# pmic_sequencer

pmic_sequencer, where the registers sit:
Scale bar: 20 µm. Other sequential cells in the stronger gray, the rest of the logic in the fainter gray.
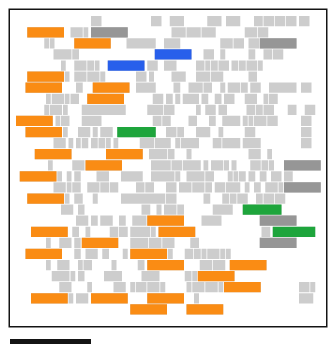
pmic_sequencer, selected gate families:
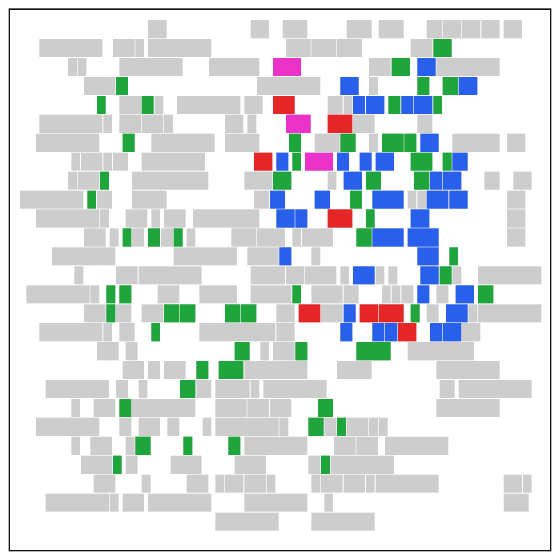
pmic_sequencer, congestion heat map:
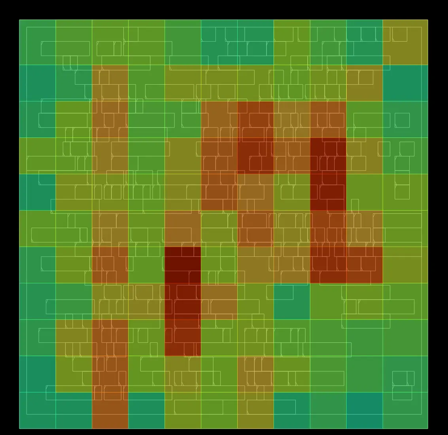
### src/rtl/pmic_sequencer.sv
// pmic_sequencer: power-management sequencer for NUM_RAILS rails.
// Rails are enabled in ascending order and disabled in descending order,
// one rail per STEP_DELAY-cycle step. Each rail's power-good is checked at
// the end of its step. The block also handles low-battery abort, a
// low-power mode (rail 0 only) and a latched power-good fault.
// Ports:
//   clk, reset   - clock, asynchronous active-high reset
//   on           - power request level (1 = up, 0 = down)
//   LB, LP       - low-battery flag, low-power mode request
//   pgood        - per-rail power-good
//   rail_en      - per-rail enable (registered)
//   ready        - all rails up and good (registered)
//   power_led    - OR of rail_en (combinational)
//   battery_led  - latched low-battery indicator (registered)
//   fault        - latched power-good fault (registered)
//   c_state      - current state encoding (registered)
//   T            - one-cycle step-expiry pulse (combinational)
module pmic_sequencer #(
  parameter int unsigned NUM_RAILS  = 3,
  parameter int unsigned CNT_WIDTH  = 28,
  parameter int unsigned STEP_DELAY = 50000000
) (
  input  logic                 clk,
  input  logic                 reset,
  input  logic                 on,
  input  logic                 LB,
  input  logic                 LP,
  input  logic [NUM_RAILS-1:0] pgood,
  output logic [NUM_RAILS-1:0] rail_en,
  output logic                 ready,
  output logic                 power_led,
  output logic                 battery_led,
  output logic                 fault,
  output logic [2:0]           c_state,
  output logic                 T
);

  localparam int unsigned IDX_W = (NUM_RAILS > 1) ? $clog2(NUM_RAILS) : 1;
  localparam logic [IDX_W-1:0]     LAST_IDX = IDX_W'(NUM_RAILS - 1);
  localparam logic [CNT_WIDTH-1:0] CNT_LAST = CNT_WIDTH'(STEP_DELAY - 1);

  typedef enum logic [2:0] {
    S_OFF       = 3'd0,
    S_RAMP_UP   = 3'd1,
    S_ON        = 3'd2,
    S_LOW_PWR   = 3'd3,
    S_RAMP_DOWN = 3'd4,
    S_FAULT     = 3'd5
  } state_t;

  state_t                 r_state, w_state_nxt;
  logic [IDX_W-1:0]       r_idx, w_idx_nxt;
  logic [CNT_WIDTH-1:0]   r_cnt, w_cnt_nxt;
  logic [NUM_RAILS-1:0]   r_rail_en, w_rail_en_nxt;
  logic                   r_ready;
  logic                   r_fault;
  logic                   r_battery;
  logic                   w_counting;
  logic                   w_t;
  logic                   w_abort;

  // Step timer runs only while ramping
  assign w_counting = (r_state == S_RAMP_UP) || (r_state == S_RAMP_DOWN);
  assign w_t        = w_counting && (r_cnt == CNT_LAST);
  assign w_abort    = LB || !on;

  // Next-state, rail index and rail enables
  always_comb begin
    w_state_nxt   = r_state;
    w_idx_nxt     = r_idx;
    w_rail_en_nxt = r_rail_en;
    case (r_state)
      S_OFF: begin
        w_rail_en_nxt = '0;
        if (on && !LB) begin
          w_state_nxt              = S_RAMP_UP;
          w_idx_nxt                = '0;
          w_rail_en_nxt[w_idx_nxt] = 1'b1;
        end
      end
      S_RAMP_UP: begin
        if (w_t && !pgood[r_idx]) begin
          w_state_nxt = S_FAULT;
        end else if (w_abort) begin
          // Ramp down from the rail currently being brought up
          w_state_nxt = S_RAMP_DOWN;
        end else if (w_t) begin
          if (r_idx == LAST_IDX) begin
            w_state_nxt = S_ON;
          end else begin
            w_idx_nxt                = r_idx + IDX_W'(1);
            w_rail_en_nxt[w_idx_nxt] = 1'b1;
          end
        end
      end
      S_ON: begin
        if ((pgood & r_rail_en) != r_rail_en) begin
          w_state_nxt = S_FAULT;
        end else if (w_abort) begin
          w_state_nxt = S_RAMP_DOWN;
          w_idx_nxt   = LAST_IDX;
        end else if (LP) begin
          w_state_nxt   = S_LOW_PWR;
          w_rail_en_nxt = NUM_RAILS'(1);
        end
      end
      S_LOW_PWR: begin
        if (!pgood[0]) begin
          w_state_nxt = S_FAULT;
        end else if (w_abort) begin
          w_state_nxt = S_RAMP_DOWN;
          w_idx_nxt   = '0;
        end else if (!LP) begin
          if (NUM_RAILS == 1) begin
            w_state_nxt = S_ON;
          end else begin
            // Resume the ramp at rail 1; rail 0 is still up
            w_state_nxt              = S_RAMP_UP;
            w_idx_nxt                = IDX_W'(1);
            w_rail_en_nxt[w_idx_nxt] = 1'b1;
          end
        end
      end
      S_RAMP_DOWN: begin
        if (w_t) begin
          w_rail_en_nxt[r_idx] = 1'b0;
          if (r_idx == '0) begin
            w_state_nxt = S_OFF;
          end else begin
            w_idx_nxt = r_idx - IDX_W'(1);
          end
        end
      end
      S_FAULT: begin
        w_rail_en_nxt = '0;
        if (!on) begin
          w_state_nxt = S_OFF;
        end
      end
      default: begin
        w_state_nxt   = S_OFF;
        w_idx_nxt     = '0;
        w_rail_en_nxt = '0;
      end
    endcase
    // All rails drop on the edge that enters FAULT
    if (w_state_nxt == S_FAULT) begin
      w_rail_en_nxt = '0;
    end
  end

  // Counter clears on state entry and on every step
  always_comb begin
    w_cnt_nxt = '0;
    if (w_counting && (w_state_nxt == r_state) && !w_t) begin
      w_cnt_nxt = r_cnt + CNT_WIDTH'(1);
    end
  end

  // State and output registers
  always_ff @(posedge clk or posedge reset) begin
    if (reset) begin
      r_state   <= S_OFF;
      r_idx     <= '0;
      r_cnt     <= '0;
      r_rail_en <= '0;
      r_ready   <= 1'b0;
      r_fault   <= 1'b0;
      r_battery <= 1'b0;
    end else begin
      r_state   <= w_state_nxt;
      r_idx     <= w_idx_nxt;
      r_cnt     <= w_cnt_nxt;
      r_rail_en <= w_rail_en_nxt;
      r_ready   <= (w_state_nxt == S_ON);
      r_fault   <= (w_state_nxt == S_FAULT);
      if (LB) begin
        r_battery <= 1'b1;
      end else if (r_state == S_OFF) begin
        r_battery <= 1'b0;
      end
    end
  end

  assign rail_en     = r_rail_en;
  assign ready       = r_ready;
  assign fault       = r_fault;
  assign battery_led = r_battery;
  assign c_state     = r_state;
  assign power_led   = |r_rail_en;
  assign T           = w_t;

endmodule

### config.mk
export PLATFORM = sky130hd
export DESIGN_NAME = pmic_sequencer
export DESIGN_NICKNAME = d
export VERILOG_FILES = /design/src/rtl/pmic_sequencer.sv
export SDC_FILE = /design/constraint.sdc
export NUM_CORES = 1
export LEC_CHECK = 0
export CORE_UTILIZATION = 45
export DETAILED_ROUTE_END_ITERATION = 7
export SETUP_SLACK_MARGIN = 0.2
export SLEW_MARGIN = 30
export SYNTH_ARGS = -nofsm -noshare
export SYNTH_HDL_FRONTEND = slang
export SYNTH_SLANG_ARGS = --single-unit
### constraint.sdc
create_clock -name clk -period 2.8 [get_ports clk]
set_input_delay 0.56 -clock clk [delete_from_list [all_inputs] [get_ports clk]]
set_output_delay 0.56 -clock clk [all_outputs]
set_load 0.1 [all_outputs]
==> writeup.txt <==
Yosys reported a register bit count of 39. The layout report lists the non-clock buffer share of cell area as 7.37%. Net switching is 47.5% of the power.

The run finished with clean final reports. 224 cells are multi-input combinational gates. The timing report gives the worst reg2reg path a setup slack of 380 ps. The post-placement cell area is 0.00280 mm². The post-layout period usage of the worst path was 87.4%; the count of warnings emitted by yosys was 0. The largest net degree at the start of global routing is 40. In the layout the commonest cells are sky130_fd_sc_hd__nor2_1, sky130_fd_sc_hd__dfrtp_1, sky130_fd_sc_hd__nand2_1.

The global-route layer with the greatest usage was met2. After the last flow step, the layout net total stands at 317. Setup repair after global routing left no endpoint under its margin. The pin closest to its max-slew limit shows a slew of 507 ps. The highest attainable clock frequency is 0.409 GHz. In the setup report, the worst path falls into the class register to output pin.

The run gives 0 as the cts-stage hold buffer count. The tools report the source of the critical timing path as r_cnt[0]. The uppermost metal layer occupied by signal nets was met4.

The clock period minus worst slack is 2450 ps, and the final standard cell utilization of the core is 53.6%. After floorplanning, the core was divided into 27 placement rows. After synthesis, the cell types taking the most area are sky130_fd_sc_hd__dfrtp_1, sky130_fd_sc_hd__nor2_1, sky130_fd_sc_hd__xnor2_1. Following the worst setup path forward leads to its endpoint at T.

Of the total standard cell area in the layout, the sequential portion is 33.2%. STA classifies the critical path endpoint as an output pin. Per the final layout report, the fraction of cells sized above drive strength 1 comes to 15.7%.

TritonCTS built the clock tree. Looking at the post-CTS report, the setup buffer insertion count equals 0. CTS reports a maximum clock tree buffer depth of 2.

The clock reaches the later pin of the worst-skew pair after 290 ps. The H-tree was split into 2 levels. The tools report the number of top-level pins as 19.

The number of cells reported by Yosys stat comes to 286. Looking at the power breakdown, combinational cells take 50.4% of the total.
## Picture notes: 'where the registers sit' of pmic_sequencer
| netlist name | color | flops |
|---|---|---|
| r_cnt | orange | 28 |
| c_state | green | 3 |
| r_idx | blue | 2 |

## Picture notes: 'selected gate families' of pmic_sequencer
| family | color | cells |
|---|---|---|
| aoi and oai cells | blue | 39 |
| nand cells | green | 56 |
| mux cells | magenta | 3 |
| non-inverting ao/oa cells | red | 8 |
commonest non-fill, non-tap cell in the layout: sky130_fd_sc_hd__nor2_1
number of non-filler instances in the completed layout: 377
Comb/total area: 50.6%

## Picture notes: 'congestion heat map' of pmic_sequencer
Avg WL per Cell: 15.5 µm
met3 Track Usage GR: 3.76%
GR Layer Usage met2: 33.9%
met1 track demand over resource: 29.4%


# seq_stage_controller

## config.mk

```make
export PLATFORM = sky130hd
export DESIGN_NAME = seq_stage_controller
export DESIGN_NICKNAME = d
export VERILOG_FILES = /design/src/rtl/seq_stage_controller.sv
export SDC_FILE = /design/constraint.sdc
export NUM_CORES = 1
export LEC_CHECK = 0
export ABC_AREA = 1
export CAP_MARGIN = 30
export CORE_UTILIZATION = 35
export DETAILED_ROUTE_END_ITERATION = 12
export PLACE_DENSITY = 0.66
export SLEW_MARGIN = 0
export SYNTH_ARGS = -nofsm -noshare
export SYNTH_HDL_FRONTEND = slang
export SYNTH_SLANG_ARGS = --single-unit
```

## constraint.sdc

```tcl
create_clock -name clk -period 2.1 [get_ports clk]
set_clock_uncertainty 0.2 [all_clocks]
set_input_delay 0.42 -clock clk [delete_from_list [all_inputs] [get_ports clk]]
set_output_delay 0.42 -clock clk [all_outputs]
set_load 0.03 [all_outputs]
```

## src/rtl/seq_stage_controller.sv

```systemverilog
// seq_stage_controller: multi-cycle stage sequencer for the sequential RV64 core.
// Walks each instruction through FETCH, DECODE, EXECUTE, MEM and WB and
// drives the per-stage enables plus the memory request/ready handshakes.
// Optional feature macro: SEQ_TIMEOUT_EN adds a watchdog on memory waits
// that raises the sticky `timeout` flag and parks the FSM in HALT.
module seq_stage_controller #(
  parameter int RET_W          = 32,
  parameter int TIMEOUT_CYCLES = 64
) (
  input  logic             clk,
  input  logic             rst_n,
  input  logic             start,
  input  logic [6:0]       opcode,
  input  logic             imem_ready,
  input  logic             dmem_ready,
  output logic             imem_req,
  output logic             ir_we,
  output logic             alu_en,
  output logic             dmem_rd,
  output logic             dmem_wr,
  output logic             rf_we,
  output logic             pc_we,
  output logic [2:0]       state,
  output logic             busy,
  output logic             halted,
  output logic             illegal,
  output logic             timeout,
  output logic [RET_W-1:0] retired
);

  typedef enum logic [2:0] {
    S_IDLE    = 3'd0,
    S_FETCH   = 3'd1,
    S_DECODE  = 3'd2,
    S_EXECUTE = 3'd3,
    S_MEM     = 3'd4,
    S_WB      = 3'd5,
    S_HALT    = 3'd6,
    S_BAD     = 3'd7
  } state_t;

  localparam logic [6:0] OP_R     = 7'b0110011;
  localparam logic [6:0] OP_I     = 7'b0010011;
  localparam logic [6:0] OP_RW    = 7'b0111011;
  localparam logic [6:0] OP_IW    = 7'b0011011;
  localparam logic [6:0] OP_LOAD  = 7'b0000011;
  localparam logic [6:0] OP_STORE = 7'b0100011;
  localparam logic [6:0] OP_BR    = 7'b1100011;
  localparam logic [6:0] OP_JAL   = 7'b1101111;
  localparam logic [6:0] OP_JALR  = 7'b1100111;
  localparam logic [6:0] OP_LUI   = 7'b0110111;
  localparam logic [6:0] OP_AUIPC = 7'b0010111;
  localparam logic [6:0] OP_SYS   = 7'b1110011;

  state_t st_q, st_d;
  logic   is_load, is_branch, is_system, is_legal;
  logic   to_hit;

  assign is_load   = (opcode == OP_LOAD);
  assign is_branch = (opcode == OP_BR);
  assign is_system = (opcode == OP_SYS);
  assign is_legal  = (opcode inside {OP_R, OP_I, OP_RW, OP_IW, OP_LOAD, OP_STORE,
                                     OP_BR, OP_JAL, OP_JALR, OP_LUI, OP_AUIPC, OP_SYS});

  // Stage FSM state register
  always_ff @(posedge clk or negedge rst_n) begin
    if (!rst_n) st_q <= S_IDLE;
    else        st_q <= st_d;
  end

  // Next-state selection; a watchdog hit overrides the wait in FETCH/MEM
  always_comb begin
    st_d = st_q;
    case (st_q)
      S_IDLE:    if (start) st_d = S_FETCH;
      S_FETCH: begin
        if (imem_ready)  st_d = S_DECODE;
        else if (to_hit) st_d = S_HALT;
      end
      S_DECODE:  st_d = (is_system || !is_legal) ? S_HALT : S_EXECUTE;
      S_EXECUTE: begin
        if (is_load || opcode == OP_STORE) st_d = S_MEM;
        else if (is_branch)                st_d = S_FETCH;
        else                               st_d = S_WB;
      end
      S_MEM: begin
        if (dmem_ready)  st_d = is_load ? S_WB : S_FETCH;
        else if (to_hit) st_d = S_HALT;
      end
      S_WB:      st_d = S_FETCH;
      S_HALT:    st_d = S_HALT;
      default:   st_d = S_HALT;
    endcase
  end

  // Strobes are pure decodes of the state register and the ready inputs;
  // anything that is not a load in MEM is treated as a store so rd/wr stay exclusive
  always_comb begin
    imem_req = (st_q == S_FETCH);
    ir_we    = (st_q == S_FETCH) && imem_ready;
    alu_en   = (st_q == S_EXECUTE);
    dmem_rd  = (st_q == S_MEM) && is_load;
    dmem_wr  = (st_q == S_MEM) && !is_load;
    rf_we    = (st_q == S_WB);
    pc_we    = (st_q == S_WB)
            || ((st_q == S_EXECUTE) && is_branch)
            || ((st_q == S_MEM) && !is_load && dmem_ready);
    busy     = (st_q != S_IDLE) && (st_q != S_HALT);
    halted   = (st_q == S_HALT);
  end

  assign state = st_q;

  // Sticky illegal-opcode flag, captured on the decode cycle
  always_ff @(posedge clk or negedge rst_n) begin
    if (!rst_n)                               illegal <= 1'b0;
    else if ((st_q == S_DECODE) && !is_legal) illegal <= 1'b1;
  end

  // Retired-instruction counter, one count per PC update, wraps naturally
  always_ff @(posedge clk or negedge rst_n) begin
    if (!rst_n)     retired <= '0;
    else if (pc_we) retired <= retired + 1'b1;
  end

`ifdef SEQ_TIMEOUT_EN
  localparam int CNT_W = $clog2(TIMEOUT_CYCLES + 1);

  logic             wait_st, wait_rdy, to_q;
  logic [CNT_W-1:0] wait_cnt;

  assign wait_st  = (st_q == S_FETCH) || (st_q == S_MEM);
  assign wait_rdy = (st_q == S_FETCH) ? imem_ready : dmem_ready;
  assign to_hit   = wait_st && !wait_rdy && (wait_cnt == CNT_W'(TIMEOUT_CYCLES - 1));

  // Consecutive non-ready cycle count; restarts on ready and on every state change
  always_ff @(posedge clk or negedge rst_n) begin
    if (!rst_n)                                  wait_cnt <= '0;
    else if (st_d != st_q || !wait_st || wait_rdy) wait_cnt <= '0;
    else                                         wait_cnt <= wait_cnt + 1'b1;
  end

  // Sticky watchdog flag
  always_ff @(posedge clk or negedge rst_n) begin
    if (!rst_n)      to_q <= 1'b0;
    else if (to_hit) to_q <= 1'b1;
  end

  assign timeout = to_q;
`else
  // Watchdog absent: waits are unbounded and the flag is constant 0
  assign to_hit  = 1'b0;
  assign timeout = (TIMEOUT_CYCLES < 0);
`endif

endmodule

```

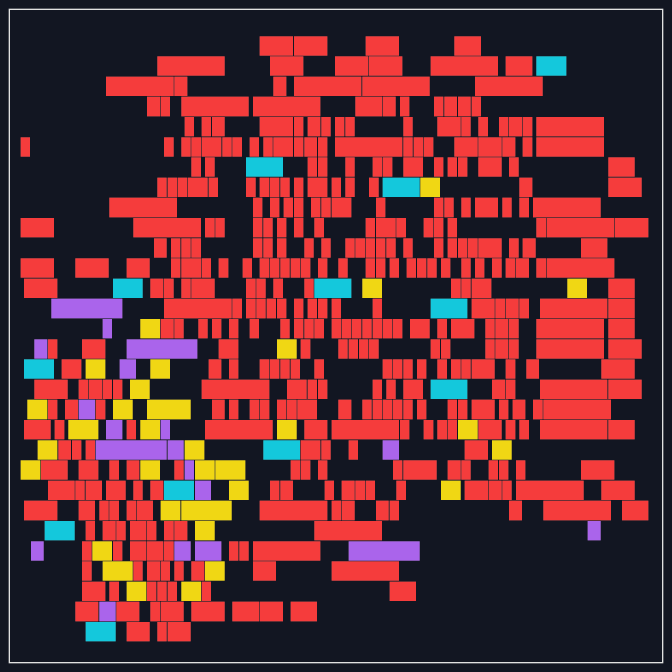
seq_stage_controller: sizing map
| size | color | cells |
|---|---|---|
| x3 and x4 | yellow | 32 |
| x6 and larger | cyan | 12 |
| x2 | purple | 19 |
| x1 and smaller | red | 423 |

==> writeup.txt <==
Cell class ranked first by area: logic gates. The final-stage net count is 498. The area growth from synthesis to layout is 38.0%.

The final reports fail on setup timing. Final instance area: 0.00355 mm². The delay of the slowest cell on the worst path was 410 ps; the area figure in the yosys stat output was 0.00258 mm². Total global-route track usage over all layers is 20.1%. The share of cells above drive strength 1 was 13.0%.

Looking at hold timing, the worst path starts from illegal. With the detailed-route via count at 2751, the number of sequential storage elements is 36. The detailed router put a total of 3380 µm of wire on met1.

The flow ran to the end, but the final reports show violations. The mean number of vias per cell was 4.73. The launch point of the critical path was reported as state[1].

The timing endpoint of the critical path was pc_we. The sequential power reported by the tool is 693 µW. Per Yosys stat, the portion of area used by sequential elements is 35.0%.

For the number of instances in the synthesized netlist, the log shows 405. Setup repair after global routing could not meet its margin everywhere. The post-place setup slack was -273 ps; the well-tap cell count was 96. For this run, combinational gates with multiple inputs come to 337. Placed standard-cell area: 0.00334 mm². The cell internal power dissipation is 985 µW. The synthesis stat section lists a flop and latch total of 36.

The routing usage on met1 came out at 27.0%. Of all the cell area in the finished design, non-clock buffers hold 22.4%. Dominant non-sequential cell family after synthesis: simple AND/OR/NAND/NOR gates. On the critical path, the stage with the largest delay is an instance of sky130_fd_sc_hd__dfrtp_2. Combinational logic burns 4.7% of the power. When the netlist entered floorplanning its net count stood at 418.

The cell that appears most often on the critical path is sky130_fd_sc_hd__buf_6. The number of antenna diodes in the final layout is 0. The run gives 33.1% for the global routing usage on met2. For this design the top-level I/O count stands at 58. The count of cells in the finished layout, fillers not included, comes to 582. With the final-report setup violation count at 1, the number of resized instances in the post-cts repair step is 23. For this run, global-route usage on met3 was measured as 3.77%. The tree is rooted in a sky130_fd_sc_hd__clkbuf_8. The least setup slack across all paths after layout is -52.2 ps. Power group with the largest share: sequential cells.

# rr_detect_ctrl

rr_detect_ctrl, where the registers sit:
Scale bar: 20 µm. Other sequential cells in the stronger gray, the rest of the logic in the fainter gray.
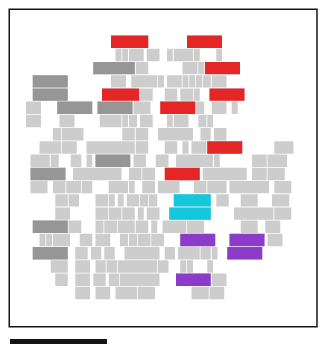
rr_detect_ctrl, sizing map:
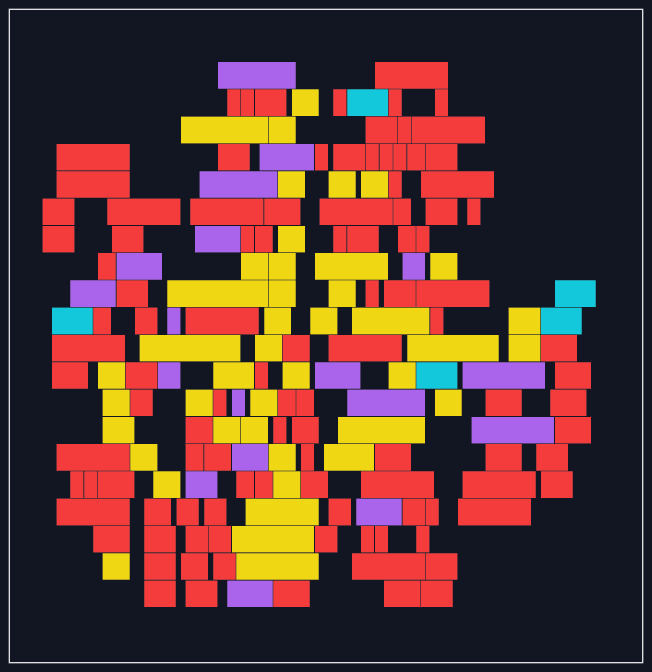
rr_detect_ctrl, congestion heat map:
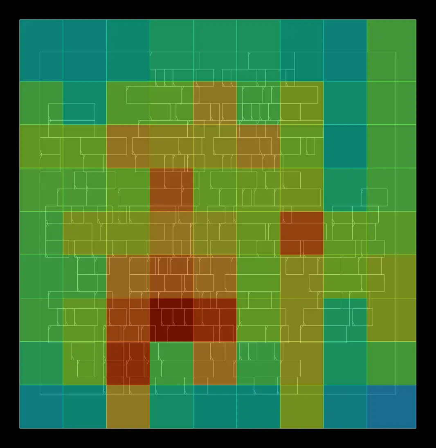
==> src/rtl/rr_detect_ctrl.sv <==
// rr_detect_ctrl
//   Round-robin arbiter that lends one shared A->B sequence detector to
//   N_REQ requesters. The granted requester's A/B bits are steered onto the
//   detector inputs. The detector hit is routed back to the owner. A grant
//   held for MAX_CYC cycles without a hit is timed out. Every grant ends with
//   a one-cycle release that clears the detector.
//
// Ports
//   clk      rising-edge clock
//   reset    synchronous active-high reset
//   req      per-requester request level
//   req_a    per-requester A stimulus
//   req_b    per-requester B stimulus
//   gnt      registered one-hot (or zero) grant
//   busy     high while a grant is held
//   det_a    A input to the shared detector (owner's req_a)
//   det_b    B input to the shared detector (owner's req_b)
//   det_clr  detector clear, active high
//   det_q    detector hit pulse
//   hit      one-cycle hit pulse to the owning requester
//   tmo      one-cycle timeout pulse
module rr_detect_ctrl #(
  parameter int N_REQ   = 4,
  parameter int MAX_CYC = 8
) (
  input  logic             clk,
  input  logic             reset,
  input  logic [N_REQ-1:0] req,
  input  logic [N_REQ-1:0] req_a,
  input  logic [N_REQ-1:0] req_b,
  output logic [N_REQ-1:0] gnt,
  output logic             busy,
  output logic             det_a,
  output logic             det_b,
  output logic             det_clr,
  input  logic             det_q,
  output logic [N_REQ-1:0] hit,
  output logic             tmo
);

  localparam int IW = (N_REQ > 1) ? $clog2(N_REQ) : 1;

  typedef enum logic [1:0] {
    IDLE = 2'd0,
    OWN  = 2'd1,
    REL  = 2'd2
  } state_t;

  state_t           state;
  state_t           state_nxt;
  logic [IW-1:0]    gidx;
  logic [IW-1:0]    last_gnt;
  logic [IW-1:0]    pick_idx;
  logic             pick_vld;
  logic [IW-1:0]    sel_idx;
  logic [7:0]       cnt;
  logic             own_req;
  logic             own_timeout;
  logic [N_REQ-1:0] gnt_nxt;
  logic [N_REQ-1:0] hit_nxt;
  logic             tmo_nxt;

  // Round-robin pick: scan starting one past the last owner and wrap.
  always_comb begin : rr_pick
    int unsigned   idx;
    logic [IW-1:0] cand;
    idx      = 0;
    cand     = '0;
    pick_vld = 1'b0;
    pick_idx = last_gnt;
    for (int unsigned k = 1; k <= N_REQ; k++) begin
      idx  = (32'(last_gnt) + k) % N_REQ;
      cand = IW'(idx);
      if (!pick_vld && req[cand]) begin
        pick_vld = 1'b1;
        pick_idx = cand;
      end
    end
  end

  assign own_req     = req[gidx];
  assign own_timeout = (cnt == 8'(MAX_CYC - 1));

  // State register plus the registered outputs and bookkeeping.
  always_ff @(posedge clk) begin
    if (reset) begin
      state    <= IDLE;
      gidx     <= '0;
      last_gnt <= IW'(N_REQ - 1);
      cnt      <= '0;
      gnt      <= '0;
      hit      <= '0;
      tmo      <= 1'b0;
    end else begin
      state <= state_nxt;
      gnt   <= gnt_nxt;
      hit   <= hit_nxt;
      tmo   <= tmo_nxt;
      if (state == IDLE && pick_vld) begin
        gidx <= pick_idx;
        cnt  <= '0;
      end else if (state == OWN) begin
        cnt <= cnt + 8'd1;
      end
      if (state == REL) begin
        last_gnt <= gidx;
      end
    end
  end

  // Next-state logic. In OWN the detector hit outranks a request drop,
  // which outranks the timeout; all three end the grant.
  always_comb begin
    state_nxt = state;
    case (state)
      IDLE: if (pick_vld) state_nxt = OWN;
      OWN:  if (det_q || !own_req || own_timeout) state_nxt = REL;
      REL:  state_nxt = IDLE;
      default: state_nxt = IDLE;
    endcase
  end

  // Output logic.
  always_comb begin
    busy    = (state == OWN);
    det_a   = 1'b0;
    det_b   = 1'b0;
    // Clear is also driven during reset so the detector is held clear with us.
    det_clr = reset || (state == REL);
    if (state == OWN) begin
      det_a = req_a[gidx];
      det_b = req_b[gidx];
    end

    // The grant register is loaded with the index being picked on IDLE->OWN,
    // so gnt rises one edge after the request is seen.
    sel_idx = (state == IDLE) ? pick_idx : gidx;
    gnt_nxt = '0;
    if (state_nxt == OWN) begin
      gnt_nxt = N_REQ'(1) << sel_idx;
    end

    hit_nxt = '0;
    tmo_nxt = 1'b0;
    if (state == OWN) begin
      if (det_q) begin
        hit_nxt = N_REQ'(1) << gidx;
      end else if (own_req && own_timeout) begin
        tmo_nxt = 1'b1;
      end
    end
  end

endmodule

==> config.mk <==
export PLATFORM = sky130hd
export DESIGN_NAME = rr_detect_ctrl
export DESIGN_NICKNAME = d
export VERILOG_FILES = /design/src/rtl/rr_detect_ctrl.sv
export SDC_FILE = /design/constraint.sdc
export NUM_CORES = 1
export LEC_CHECK = 0
export CORE_AREA = 3 3 60 62
export DETAILED_ROUTE_END_ITERATION = 12
export DIE_AREA = 0 0 63 65
export PLACE_DENSITY = 0.67
export RECOVER_POWER = 25
export SLEW_MARGIN = 20
export SYNTH_ARGS = -nofsm -noshare
export SYNTH_HDL_FRONTEND = slang
export SYNTH_SLANG_ARGS = --single-unit
==> constraint.sdc <==
create_clock -name clk -period 1.45 [get_ports clk]
set_clock_uncertainty 0.05 [all_clocks]
set_input_delay 0.29 -clock clk [delete_from_list [all_inputs] [get_ports clk]]
set_output_delay 0.29 -clock clk [all_outputs]
set_load 0.02 [all_outputs]
==> writeup.txt <==
The flow ran to the end, but the final reports show violations. The checks that failed: setup timing. Signal routing reaches up to met4.

For this run, asynchronously set or reset flops after synthesis account for 0%. Data on the critical path arrives at its endpoint at 1460 ps. The placed wire-length estimate was 2060 µm. The tools report the source of the critical timing path as gidx[0]. The register with the most flip-flops in the layout has 8 of them. The kind of launch point of the worst setup path is a register. By instance count after routing, the leading logic cell types are sky130_fd_sc_hd__buf_4, sky130_fd_sc_hd__dfxtp_1, sky130_fd_sc_hd__nor2_1, sky130_fd_sc_hd__dlygate4sd2_1, sky130_fd_sc_hd__nand2_1. Among all stages on the critical path, the maximum delay recorded is 490 ps. For the count of final hold-check violations, the log shows 0. The die is 65 µm tall. Per the gpl log, the routability congestion estimate is 0.822. The routed wirelength on the met1 layer is recorded as 1230 µm. Setup repair after global routing could not meet its margin everywhere. In this run the tightest slew margin relative to its limit is 76.9%.

Looking at the global route congestion table, the highest-usage layer is met2. Detailed placement reports a standard cell area of 0.00166 mm². In this run, the combinational gates consume 37.1% of the power. Per the layout report, the design carries 286 filler cells. The number of warnings reported in the stage logs is 29. Adding up every negative setup slack in the final design gives -1270 ps.

The least setup slack across all paths after layout is -348 ps. Max-cap violations in this run came to 0. After clock tree synthesis, the repair step resized 58 gates. Summed over all nets, the switching power comes to 483 µW. After synthesis, flip-flops and latches occupy 38.9% of the total area.

The end of the worst hold path is last_gnt[0]. Category of the critical setup timing path: register to output pin. The combinational power reported by the tool is 587 µW.

For this run, the final setup violation count is recorded as 9. The launch point of the worst min-delay path is recorded as last_gnt[0]. The number of cells on the worst hold path is 2. The worst setup path is captured at an output pin. Highest-delay cell along the critical path: sky130_fd_sc_hd__mux4_2. The first global-routing pass estimated 4790 µm of wire. In this run the standard cell core region covers 0.00308 mm². The layout stage reports a final design area of 0.00179 mm². The proportion of cell area occupied by multi-input gates came out at 42.7%.
Notes on 'where the registers sit' of rr_detect_ctrl above:
| netlist name | color | flops |
|---|---|---|
| cnt | red | 8 |
| gidx | cyan | 2 |
| hit | purple | 4 |
share of cell area taken by flip-flops and latches: 26.3%
Core Util, Final: 58.2%
register cell area after layout: 472 µm²
flip-flop and latch power: 700 µW

Notes on 'sizing map' of rr_detect_ctrl above:
| size | color | cells | most used |
|---|---|---|---|
| x2 | purple | 18 | nor3b_2 |
| x3 and x4 | yellow | 43 | buf_4 |
| x6 and larger | cyan | 5 | buf_6 |
| x1 and smaller | red | 107 | dfxtp_1 |

Notes on 'congestion heat map' of rr_detect_ctrl above:
met1 track demand over resource: 17.2%
global-route usage over all layers: 14.6%
GR Layer Usage met2: 27.1%
Avg WL per Cell: 12.7 µm


# fm_read_scheduler

`src/rtl/fm_read_scheduler_pkg.sv`:
```
// Shared types and default geometry for the feature-map read scheduler.
// Defaults track the network_params.h values (NUM_KERNELS banks, 20x20 maps).
package fm_read_scheduler_pkg;

  localparam int DEF_NUM_BANKS  = 8;
  localparam int DEF_FM_DEPTH   = 400;
  localparam int DEF_ADDR_W     = 9;
  localparam int DEF_SEL_W      = 3;
  localparam int DEF_RD_LATENCY = 2;

  typedef enum logic [1:0] {
    ST_IDLE,
    ST_ISSUE,
    ST_DRAIN,
    ST_DONE
  } state_t;

  typedef struct packed {
    logic valid;
    logic first;
    logic last;
  } rd_tag_t;

endpackage

```
`src/rtl/fm_read_scheduler_rd_tag_pipe.sv`:
```
// Fixed-depth delay line that follows each issued read through the RAM and mux
// latency, so the flags line up with the data at the mux output.
module rd_tag_pipe
  import fm_read_scheduler_pkg::*;
#(
  parameter int RD_LATENCY = DEF_RD_LATENCY
) (
  input  logic    clock,
  input  logic    reset,
  input  rd_tag_t tag_in,
  output rd_tag_t tag_out
);

  rd_tag_t pipe_q [RD_LATENCY];

  always_ff @(posedge clock or posedge reset) begin
    if (reset) begin
      for (int i = 0; i < RD_LATENCY; i++) begin
        pipe_q[i] <= '0;
      end
    end else begin
      pipe_q[0] <= tag_in;
      for (int i = 1; i < RD_LATENCY; i++) begin
        pipe_q[i] <= pipe_q[i-1];
      end
    end
  end

  assign tag_out = pipe_q[RD_LATENCY-1];

endmodule

```
`src/rtl/fm_read_scheduler.sv`:
```
// Walks every (address, bank) pair of the feature-map and weight banks into the
// fully-connected MAC array: address outer loop, bank inner loop.
//
//   state    | meaning
//   ---------+---------------------------------------------------------
//   ST_IDLE  | waiting for buffer-full with the trigger armed
//   ST_ISSUE | one (addr, bank) read per cycle unless hold is high
//   ST_DRAIN | all reads issued, waiting for the final tag to emerge
//   ST_DONE  | one-cycle product_rdy, then back to idle
module fm_read_scheduler
  import fm_read_scheduler_pkg::*;
#(
  parameter int NUM_BANKS  = DEF_NUM_BANKS,
  parameter int FM_DEPTH   = DEF_FM_DEPTH,
  parameter int ADDR_W     = DEF_ADDR_W,
  parameter int SEL_W      = DEF_SEL_W,
  parameter int RD_LATENCY = DEF_RD_LATENCY
) (
  input  logic              clock,
  input  logic              reset,
  input  logic              start,
  input  logic              hold,
  output logic [ADDR_W-1:0] addr,
  output logic [SEL_W-1:0]  ram_select,
  output logic              rd_valid,
  output logic              acc_clear,
  output logic              last,
  output logic              product_rdy,
  output logic              busy
);

  localparam logic [ADDR_W-1:0] LAST_ADDR = ADDR_W'(FM_DEPTH - 1);
  localparam logic [SEL_W-1:0]  LAST_SEL  = SEL_W'(NUM_BANKS - 1);

  state_t  state;
  logic    armed;
  logic    issue;
  logic    at_last_bank;
  logic    at_last_addr;
  rd_tag_t tag_in;
  rd_tag_t tag_out;

  assign at_last_bank = (ram_select == LAST_SEL);
  assign at_last_addr = (addr == LAST_ADDR);
  assign issue        = (state == ST_ISSUE) && !hold;

  // A held cycle still pushes a tag (valid=0) so latency stays fixed.
  always_comb begin
    tag_in       = '0;
    tag_in.valid = issue;
    tag_in.first = issue && (addr == '0) && (ram_select == '0);
    tag_in.last  = issue && at_last_addr && at_last_bank;
  end

  // armed only re-sets after start drops, so a level buffer_full fires once.
  always_ff @(posedge clock or posedge reset) begin
    if (reset) begin
      state       <= ST_IDLE;
      armed       <= 1'b1;
      addr        <= '0;
      ram_select  <= '0;
      product_rdy <= 1'b0;
      busy        <= 1'b0;
    end else begin
      product_rdy <= 1'b0;
      case (state)
        ST_IDLE: begin
          addr       <= '0;
          ram_select <= '0;
          if (start && armed) begin
            state <= ST_ISSUE;
            armed <= 1'b0;
            busy  <= 1'b1;
          end else if (!start) begin
            armed <= 1'b1;
          end
        end
        ST_ISSUE: begin
          if (issue) begin
            if (tag_in.last) begin
              state <= ST_DRAIN;
            end else if (at_last_bank) begin
              ram_select <= '0;
              addr       <= addr + ADDR_W'(1);
            end else begin
              ram_select <= ram_select + SEL_W'(1);
            end
          end
        end
        ST_DRAIN: begin
          if (tag_out.valid && tag_out.last) begin
            state       <= ST_DONE;
            product_rdy <= 1'b1;
          end
        end
        ST_DONE: begin
          state      <= ST_IDLE;
          busy       <= 1'b0;
          addr       <= '0;
          ram_select <= '0;
        end
        default: state <= ST_IDLE;
      endcase
    end
  end

  rd_tag_pipe #(
    .RD_LATENCY (RD_LATENCY)
  ) u_tag_pipe (
    .clock   (clock),
    .reset   (reset),
    .tag_in  (tag_in),
    .tag_out (tag_out)
  );

  assign rd_valid  = tag_out.valid;
  assign acc_clear = tag_out.valid & tag_out.first;
  assign last      = tag_out.valid & tag_out.last;

endmodule

```
`config.mk`:
```
export PLATFORM = sky130hd
export DESIGN_NAME = fm_read_scheduler
export DESIGN_NICKNAME = d
export VERILOG_FILES = /design/src/rtl/fm_read_scheduler_pkg.sv /design/src/rtl/fm_read_scheduler_rd_tag_pipe.sv /design/src/rtl/fm_read_scheduler.sv
export SDC_FILE = /design/constraint.sdc
export NUM_CORES = 1
export LEC_CHECK = 0
export ABC_AREA = 1
export CORE_ASPECT_RATIO = 1.75
export CORE_UTILIZATION = 50
export CTS_BUF_LIST = sky130_fd_sc_hd__clkbuf_4
export CTS_CLUSTER_DIAMETER = 100
export DETAILED_ROUTE_END_ITERATION = 10
export PLACE_DENSITY = 0.87
export SLEW_MARGIN = 20
export SYNTH_ARGS = -nofsm -noshare
export SYNTH_HDL_FRONTEND = slang
export SYNTH_SLANG_ARGS = --single-unit
```
`constraint.sdc`:
```
create_clock -name clock -period 1.8 [get_ports clock]
set_input_delay 0.18 -clock clock [delete_from_list [all_inputs] [get_ports clock]]
set_output_delay 0.18 -clock clock [all_outputs]
set_load 0.05 [all_outputs]
```
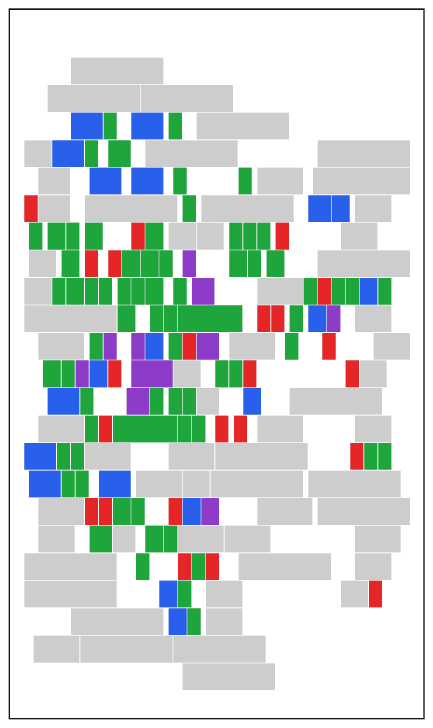
fm_read_scheduler: selected gate families
| family | color | cells | most used |
|---|---|---|---|
| nand cells | green | 69 | nand2_1 |
| aoi and oai cells | blue | 19 | o21ai_2 |
| inv cells | red | 23 | inv_1 |
| nor cells | purple | 10 | nor2_1 |

==> writeup.txt <==
Counting instances in the post-synthesis netlist gives the leading cell types as sky130_fd_sc_hd__nand2_1, sky130_fd_sc_hd__dfrtp_1, sky130_fd_sc_hd__inv_1, sky130_fd_sc_hd__nand3_1, sky130_fd_sc_hd__ha_1. By instance count after routing, the leading logic cell types are sky130_fd_sc_hd__nand2_1, sky130_fd_sc_hd__inv_1, sky130_fd_sc_hd__dfrtp_1. The count of non-CTS buffers in the layout came out at 21.

Power per standard cell area: 1390 mW/mm². Looking at the post-CTS report, the setup buffer insertion count equals 0. The tools report the final estimated routing congestion in global placement as 0.833. Clock cells make up 1.92% of the layout cell area.

For the effective utilization at floorplan, the log shows 52.9%. The source of the critical timing path is ram_select[2]. The global-route layer with the greatest usage was met2.

The number of antenna violations at the first check in global routing came out at 0. Total global-route track usage over all layers is 21.6%. The tools report the data required time of the worst path as 1620 ps.

The flow ran to the end, and the final reports show no timing, DRC or antenna violations. The min-delay analysis places its worst path in the category input port to async pin. By startpoint and endpoint, the worst setup path is classified as register to output pin. Measured against its own limit, the worst slew margin works out to 66.0%. The most common logic cell in the final layout is sky130_fd_sc_hd__nand2_1. The final layout reports a setup TNS of 0 ps. The register share after synthesis is 43.7%. On the worst path, the slowest cell contributes a delay of 830 ps.
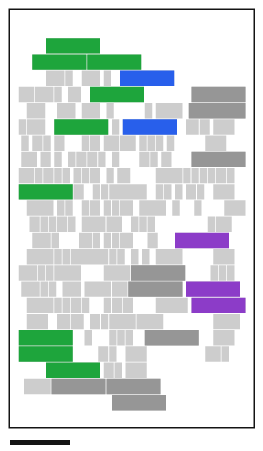
fm_read_scheduler: where the registers sit
Scale bar: 10 µm. Other sequential cells in the stronger gray, the rest of the logic in the fainter gray.
| netlist name | color | flops |
|---|---|---|
| state | blue | 2 |
| u_tag_pipe.tag_out | purple | 3 |
| addr | green | 9 |
share of cell area taken by flip-flops and latches: 36.8%
flip-flop and latch power: 757 µW
register cell area after layout: 577 µm²
Core Util, Final: 62.9%


# alu_op_sequencer

alu_op_sequencer, selected gate families:
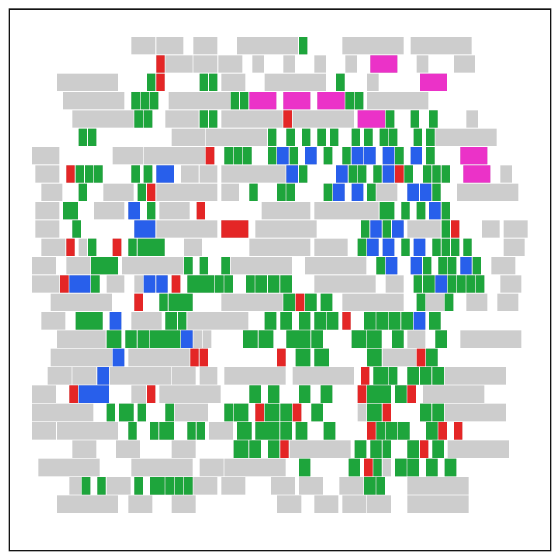
<file path="config.mk">
export PLATFORM = sky130hd
export DESIGN_NAME = alu_op_sequencer
export DESIGN_NICKNAME = d
export VERILOG_FILES = /design/src/rtl/alu_pkg.sv /design/src/rtl/alu_regfile.sv /design/src/rtl/alu_op_sequencer.sv
export SDC_FILE = /design/constraint.sdc
export NUM_CORES = 1
export LEC_CHECK = 0
export ABC_AREA = 1
export CORE_MARGIN = 3
export CORE_UTILIZATION = 50
export DETAILED_ROUTE_END_ITERATION = 8
export PLACE_DENSITY = 0.78
export REMOVE_ABC_BUFFERS = 1
export SLEW_MARGIN = 25
export SYNTH_ARGS = -nofsm -noshare
export SYNTH_HDL_FRONTEND = slang
export SYNTH_HIERARCHICAL = 1
export SYNTH_SLANG_ARGS = --single-unit
</file>
<file path="constraint.sdc">
create_clock -name clk -period 1.8 [get_ports clk]
set_input_delay 0.18 -clock clk [delete_from_list [all_inputs] [get_ports clk]]
set_output_delay 0.18 -clock clk [all_outputs]
set_load 0.02 [all_outputs]
</file>
<file path="src/rtl/alu_pkg.sv">
// Shared opcodes, FSM encodings and helpers
// for the ALU command sequencer.
package alu_pkg;

  localparam logic [3:0] OP_PASSA = 4'b0000;
  localparam logic [3:0] OP_PASSB = 4'b0001;
  localparam logic [3:0] OP_NOT   = 4'b0010;
  localparam logic [3:0] OP_ADD   = 4'b0011;
  localparam logic [3:0] OP_ADC   = 4'b0100;
  localparam logic [3:0] OP_SUB   = 4'b0101;
  localparam logic [3:0] OP_MUL   = 4'b0110;
  localparam logic [3:0] OP_AND   = 4'b0111;
  localparam logic [3:0] OP_OR    = 4'b1000;
  localparam logic [3:0] OP_DIV   = 4'b1001;
  localparam logic [3:0] OP_XOR   = 4'b1010;
  localparam logic [3:0] OP_SHL   = 4'b1011;
  localparam logic [3:0] OP_SHR   = 4'b1100;
  localparam logic [3:0] OP_RORC  = 4'b1101;
  localparam logic [3:0] OP_LAST  = OP_RORC;

  typedef logic [1:0] state_t;
  localparam state_t S_IDLE  = 2'd0;
  localparam state_t S_ISSUE = 2'd1;
  localparam state_t S_WAIT  = 2'd2;
  localparam state_t S_DONE  = 2'd3;

  function automatic logic op_legal(
    input logic [3:0] ctl
  );
    return ctl <= OP_LAST;
  endfunction

endpackage

</file>
<file path="src/rtl/alu_regfile.sv">
// Operand register file: one write port with
// ALU-over-host priority, three async reads.
module alu_regfile #(
  parameter int NREGS = 4,
  parameter int AW    = $clog2(NREGS)
) (
  input  logic          clk,
  input  logic          reset,
  input  logic          alu_we,
  input  logic [AW-1:0] alu_waddr,
  input  logic [3:0]    alu_wdata,
  input  logic          host_we,
  input  logic [AW-1:0] host_waddr,
  input  logic [3:0]    host_wdata,
  input  logic [AW-1:0] ra_addr,
  output logic [3:0]    ra_data,
  input  logic [AW-1:0] rb_addr,
  output logic [3:0]    rb_data,
  input  logic [AW-1:0] rd_addr,
  output logic [3:0]    rd_data
);

  logic [3:0] regs_q [NREGS];

  // Host and ALU may hit different entries in
  // the same cycle; only a collision yields.
  always_ff @(posedge clk or negedge reset) begin
    if (!reset) begin
      for (int i = 0; i < NREGS; i++)
        regs_q[i] <= 4'd0;
    end else begin
      for (int i = 0; i < NREGS; i++) begin
        if (alu_we && alu_waddr == AW'(i))
          regs_q[i] <= alu_wdata;
        else if (host_we && host_waddr == AW'(i))
          regs_q[i] <= host_wdata;
      end
    end
  end

  assign ra_data = regs_q[ra_addr];
  assign rb_data = regs_q[rb_addr];
  assign rd_data = regs_q[rd_addr];

endmodule

</file>
<file path="src/rtl/alu_op_sequencer.sv">
// Issues one ALU command at a time, waits for
// the result, writes it back and responds.
module alu_op_sequencer
  import alu_pkg::*;
#(
  parameter int NREGS   = 4,
  parameter int AW      = $clog2(NREGS),
  parameter int TIMEOUT = 8
) (
  input  logic          clk,
  input  logic          reset,
  input  logic          cmd_valid,
  output logic          cmd_ready,
  input  logic [3:0]    cmd_ctl,
  input  logic [AW-1:0] cmd_srca,
  input  logic [AW-1:0] cmd_srcb,
  input  logic [AW-1:0] cmd_dst,
  input  logic          wr_en,
  input  logic [AW-1:0] wr_addr,
  input  logic [3:0]    wr_data,
  input  logic [AW-1:0] rd_addr,
  output logic [3:0]    rd_data,
  output logic          alu_valid_in,
  output logic [3:0]    alu_a,
  output logic [3:0]    alu_b,
  output logic          alu_cin,
  output logic [3:0]    alu_ctl,
  input  logic          alu_valid_out,
  input  logic [3:0]    alu_res,
  input  logic          alu_carry,
  input  logic          alu_zero,
  output logic          rsp_valid,
  output logic [3:0]    rsp_data,
  output logic          rsp_err,
  output logic          carry_flag,
  output logic          zero_flag
);

  localparam int CW = $clog2(TIMEOUT + 1);

  state_t        state_q, state_d;
  logic [3:0]    ctl_q;
  logic [AW-1:0] srca_q, srcb_q, dst_q;
  logic [3:0]    a_q, b_q;
  logic [CW-1:0] cnt_q;
  logic [3:0]    rsp_data_q;
  logic          rsp_err_q;
  logic          carry_q, zero_q;
  logic [3:0]    rf_a, rf_b;

  logic st_idle, st_issue, st_wait, st_done;
  logic accept, wb, tmo;

  assign st_idle  = state_q == S_IDLE;
  assign st_issue = state_q == S_ISSUE;
  assign st_wait  = state_q == S_WAIT;
  assign st_done  = state_q == S_DONE;

  assign accept = cmd_valid && st_idle;
  assign wb     = st_wait && alu_valid_out;
  assign tmo    = st_wait && !alu_valid_out &&
                  cnt_q == CW'(TIMEOUT - 1);

  always_comb begin
    state_d = state_q;
    case (state_q)
      S_IDLE:
        if (accept)
          state_d = op_legal(cmd_ctl) ?
                    S_ISSUE : S_DONE;
      S_ISSUE: state_d = S_WAIT;
      S_WAIT:
        if (wb || tmo) state_d = S_DONE;
      default: state_d = S_IDLE;
    endcase
  end

  always_ff @(posedge clk or negedge reset) begin
    if (!reset) begin
      state_q    <= S_IDLE;
      ctl_q      <= 4'd0;
      srca_q     <= '0;
      srcb_q     <= '0;
      dst_q      <= '0;
      a_q        <= 4'd0;
      b_q        <= 4'd0;
      cnt_q      <= '0;
      rsp_data_q <= 4'd0;
      rsp_err_q  <= 1'b0;
      carry_q    <= 1'b0;
      zero_q     <= 1'b0;
    end else begin
      state_q <= state_d;
      if (accept) begin
        ctl_q  <= cmd_ctl;
        srca_q <= cmd_srca;
        srcb_q <= cmd_srcb;
        dst_q  <= cmd_dst;
        if (!op_legal(cmd_ctl)) begin
          rsp_err_q  <= 1'b1;
          rsp_data_q <= 4'd0;
        end
      end
      if (st_issue) begin
        a_q   <= rf_a;
        b_q   <= rf_b;
        cnt_q <= '0;
      end
      if (st_wait)
        cnt_q <= cnt_q + CW'(1);
      if (wb) begin
        carry_q    <= alu_carry;
        zero_q     <= alu_zero;
        rsp_data_q <= alu_res;
        rsp_err_q  <= 1'b0;
      end else if (tmo) begin
        rsp_data_q <= 4'd0;
        rsp_err_q  <= 1'b1;
      end
    end
  end

  alu_regfile #(
    .NREGS(NREGS),
    .AW   (AW)
  ) u_rf (
    .clk       (clk),
    .reset     (reset),
    .alu_we    (wb),
    .alu_waddr (dst_q),
    .alu_wdata (alu_res),
    .host_we   (wr_en),
    .host_waddr(wr_addr),
    .host_wdata(wr_data),
    .ra_addr   (srca_q),
    .ra_data   (rf_a),
    .rb_addr   (srcb_q),
    .rb_data   (rf_b),
    .rd_addr   (rd_addr),
    .rd_data   (rd_data)
  );

  // Operands come live from the file in ISSUE,
  // then stay frozen while the ALU works.
  assign cmd_ready    = st_idle;
  assign alu_valid_in = st_issue;
  assign alu_a        = st_issue ? rf_a : a_q;
  assign alu_b        = st_issue ? rf_b : b_q;
  assign alu_cin      = carry_q;
  assign alu_ctl      = (st_issue || st_wait) ?
                        ctl_q : 4'd0;
  assign rsp_valid    = st_done;
  assign rsp_data     = rsp_data_q;
  assign rsp_err      = rsp_err_q;
  assign carry_flag   = carry_q;
  assign zero_flag    = zero_q;

endmodule

</file>
==> writeup.txt <==
The flow ran to the end, and the final reports show no timing, DRC or antenna violations. For the final database, setup skew stands at 8.79 ps. Final estimated routing congestion in global placement: 0.901. Root buffer cell: sky130_fd_sc_hd__clkbuf_8. The sequential standard cell area was 0.00118 mm²; the share of cells above drive strength 1 was 15.0%. After clock tree synthesis, the clock-pin slew on the worst setup and hold paths is 100 ps. With the fraction of registers with async set or reset after synthesis at 100%, the delay of the slowest cell on the worst path is 380 ps. The logs give 47 for the clock sink count and 53.1% for the logic gate share of total power. The total overflow left after global routing is 0. For the worst setup path, the data required time is 1620 ps. Layout overhead on the synthesized area: 26.6%. The maximum buffer depth of the clock tree came out at 2. The share of cell area taken by flip-flops and latches was 33.9%; the effective utilization at floorplan was 52.7%. Checking hold timing, the worst path is listed with class input port to async pin. Entering global routing, the biggest net connects 30 pins. With fillers left out, the area of the finished cells amounts to 0.00347 mm².

The total buffers and inverters traversed by the critical path was 3; the number of register bits inferred by synthesis was 47. The well-tap cell count came out at 70. The number of gates resized after CTS was 53. The signal on the critical path passes through inv_1 -> ha_4 -> buf_12 -> mux2_2 -> buf_2. The worst setup slack for register-to-register paths is 110 ps, and the xor/xnor share of the synthesized area is 0%. Once placement completed, the tool counted placed cells totaling 475.

Overall power consumption after layout is estimated at 5750 µW. By area the synthesized netlist is led by sky130_fd_sc_hd__dfrtp_1, sky130_fd_sc_hd__nand2_1, sky130_fd_sc_hd__nand3_1. The placed wire-length estimate is 5020 µm, and the routed wirelength normalized by instance count is 14.3 µm. In this run the horizontal extent of the chip is 80.1 µm. The synthesis run shows the most used standard cells to be sky130_fd_sc_hd__nand2_1, sky130_fd_sc_hd__nand3_1, sky130_fd_sc_hd__dfrtp_1, sky130_fd_sc_hd__inv_1, sky130_fd_sc_hd__o21ai_0. Adding up every negative setup slack in the final design gives 0 ps.

Setup repair after global routing could not meet its margin everywhere. The logs give 0.00337 mm² for the placed standard-cell area and 0.00274 mm² for the area figure in the yosys stat output. The routed design could run at a clock period as short as 1740 ps. Data arrives at the worst endpoint at 1560 ps. The library cell used most frequently in the layout, excluding fill and tap cells, is sky130_fd_sc_hd__nand2_1. The portion of synthesized area spent on multiplexers is 3.28%. For the number of sequential storage elements, the log shows 47.
About 'selected gate families' of alu_op_sequencer:
| family | color | cells | most used |
|---|---|---|---|
| aoi and oai cells | blue | 35 | o21ai_0 |
| nand cells | green | 201 | nand2_1 |
| mux cells | magenta | 8 | mux2_2 |
| inv cells | red | 35 | inv_1 |



## Gallery

Metal layers overlaid.
Two of the layers only.
panel A
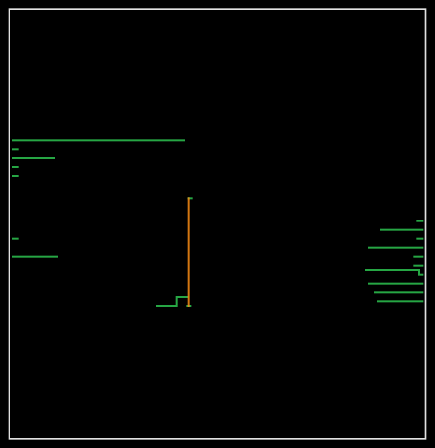
panel B
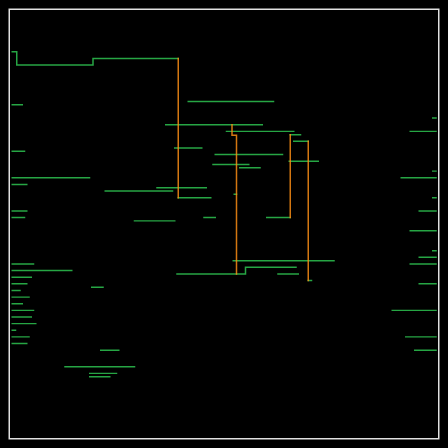
panel C
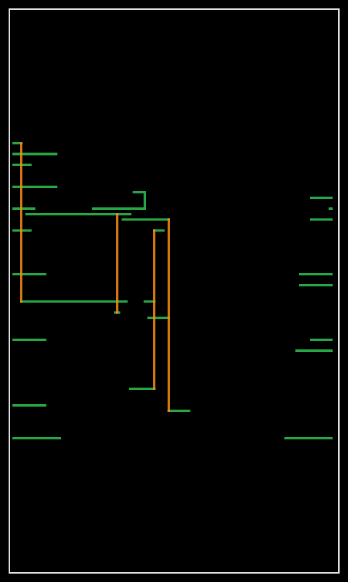
panel D
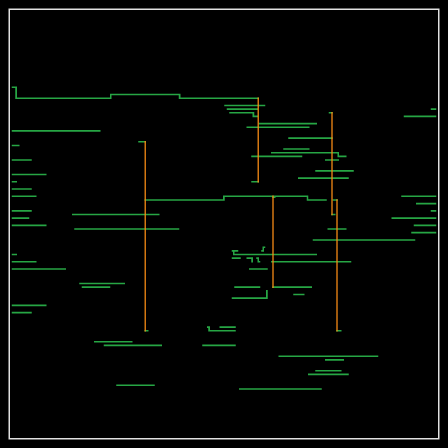
panel E
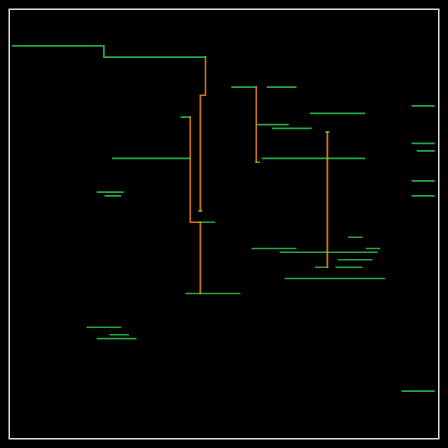
| from | picture |
|---|---|
| fm_read_scheduler | panel C |
| rr_detect_ctrl | panel A |
| seq_stage_controller | panel B |
| pmic_sequencer | panel E |
| alu_op_sequencer | panel D |

Power is estimated from default activity; no workload was simulated.
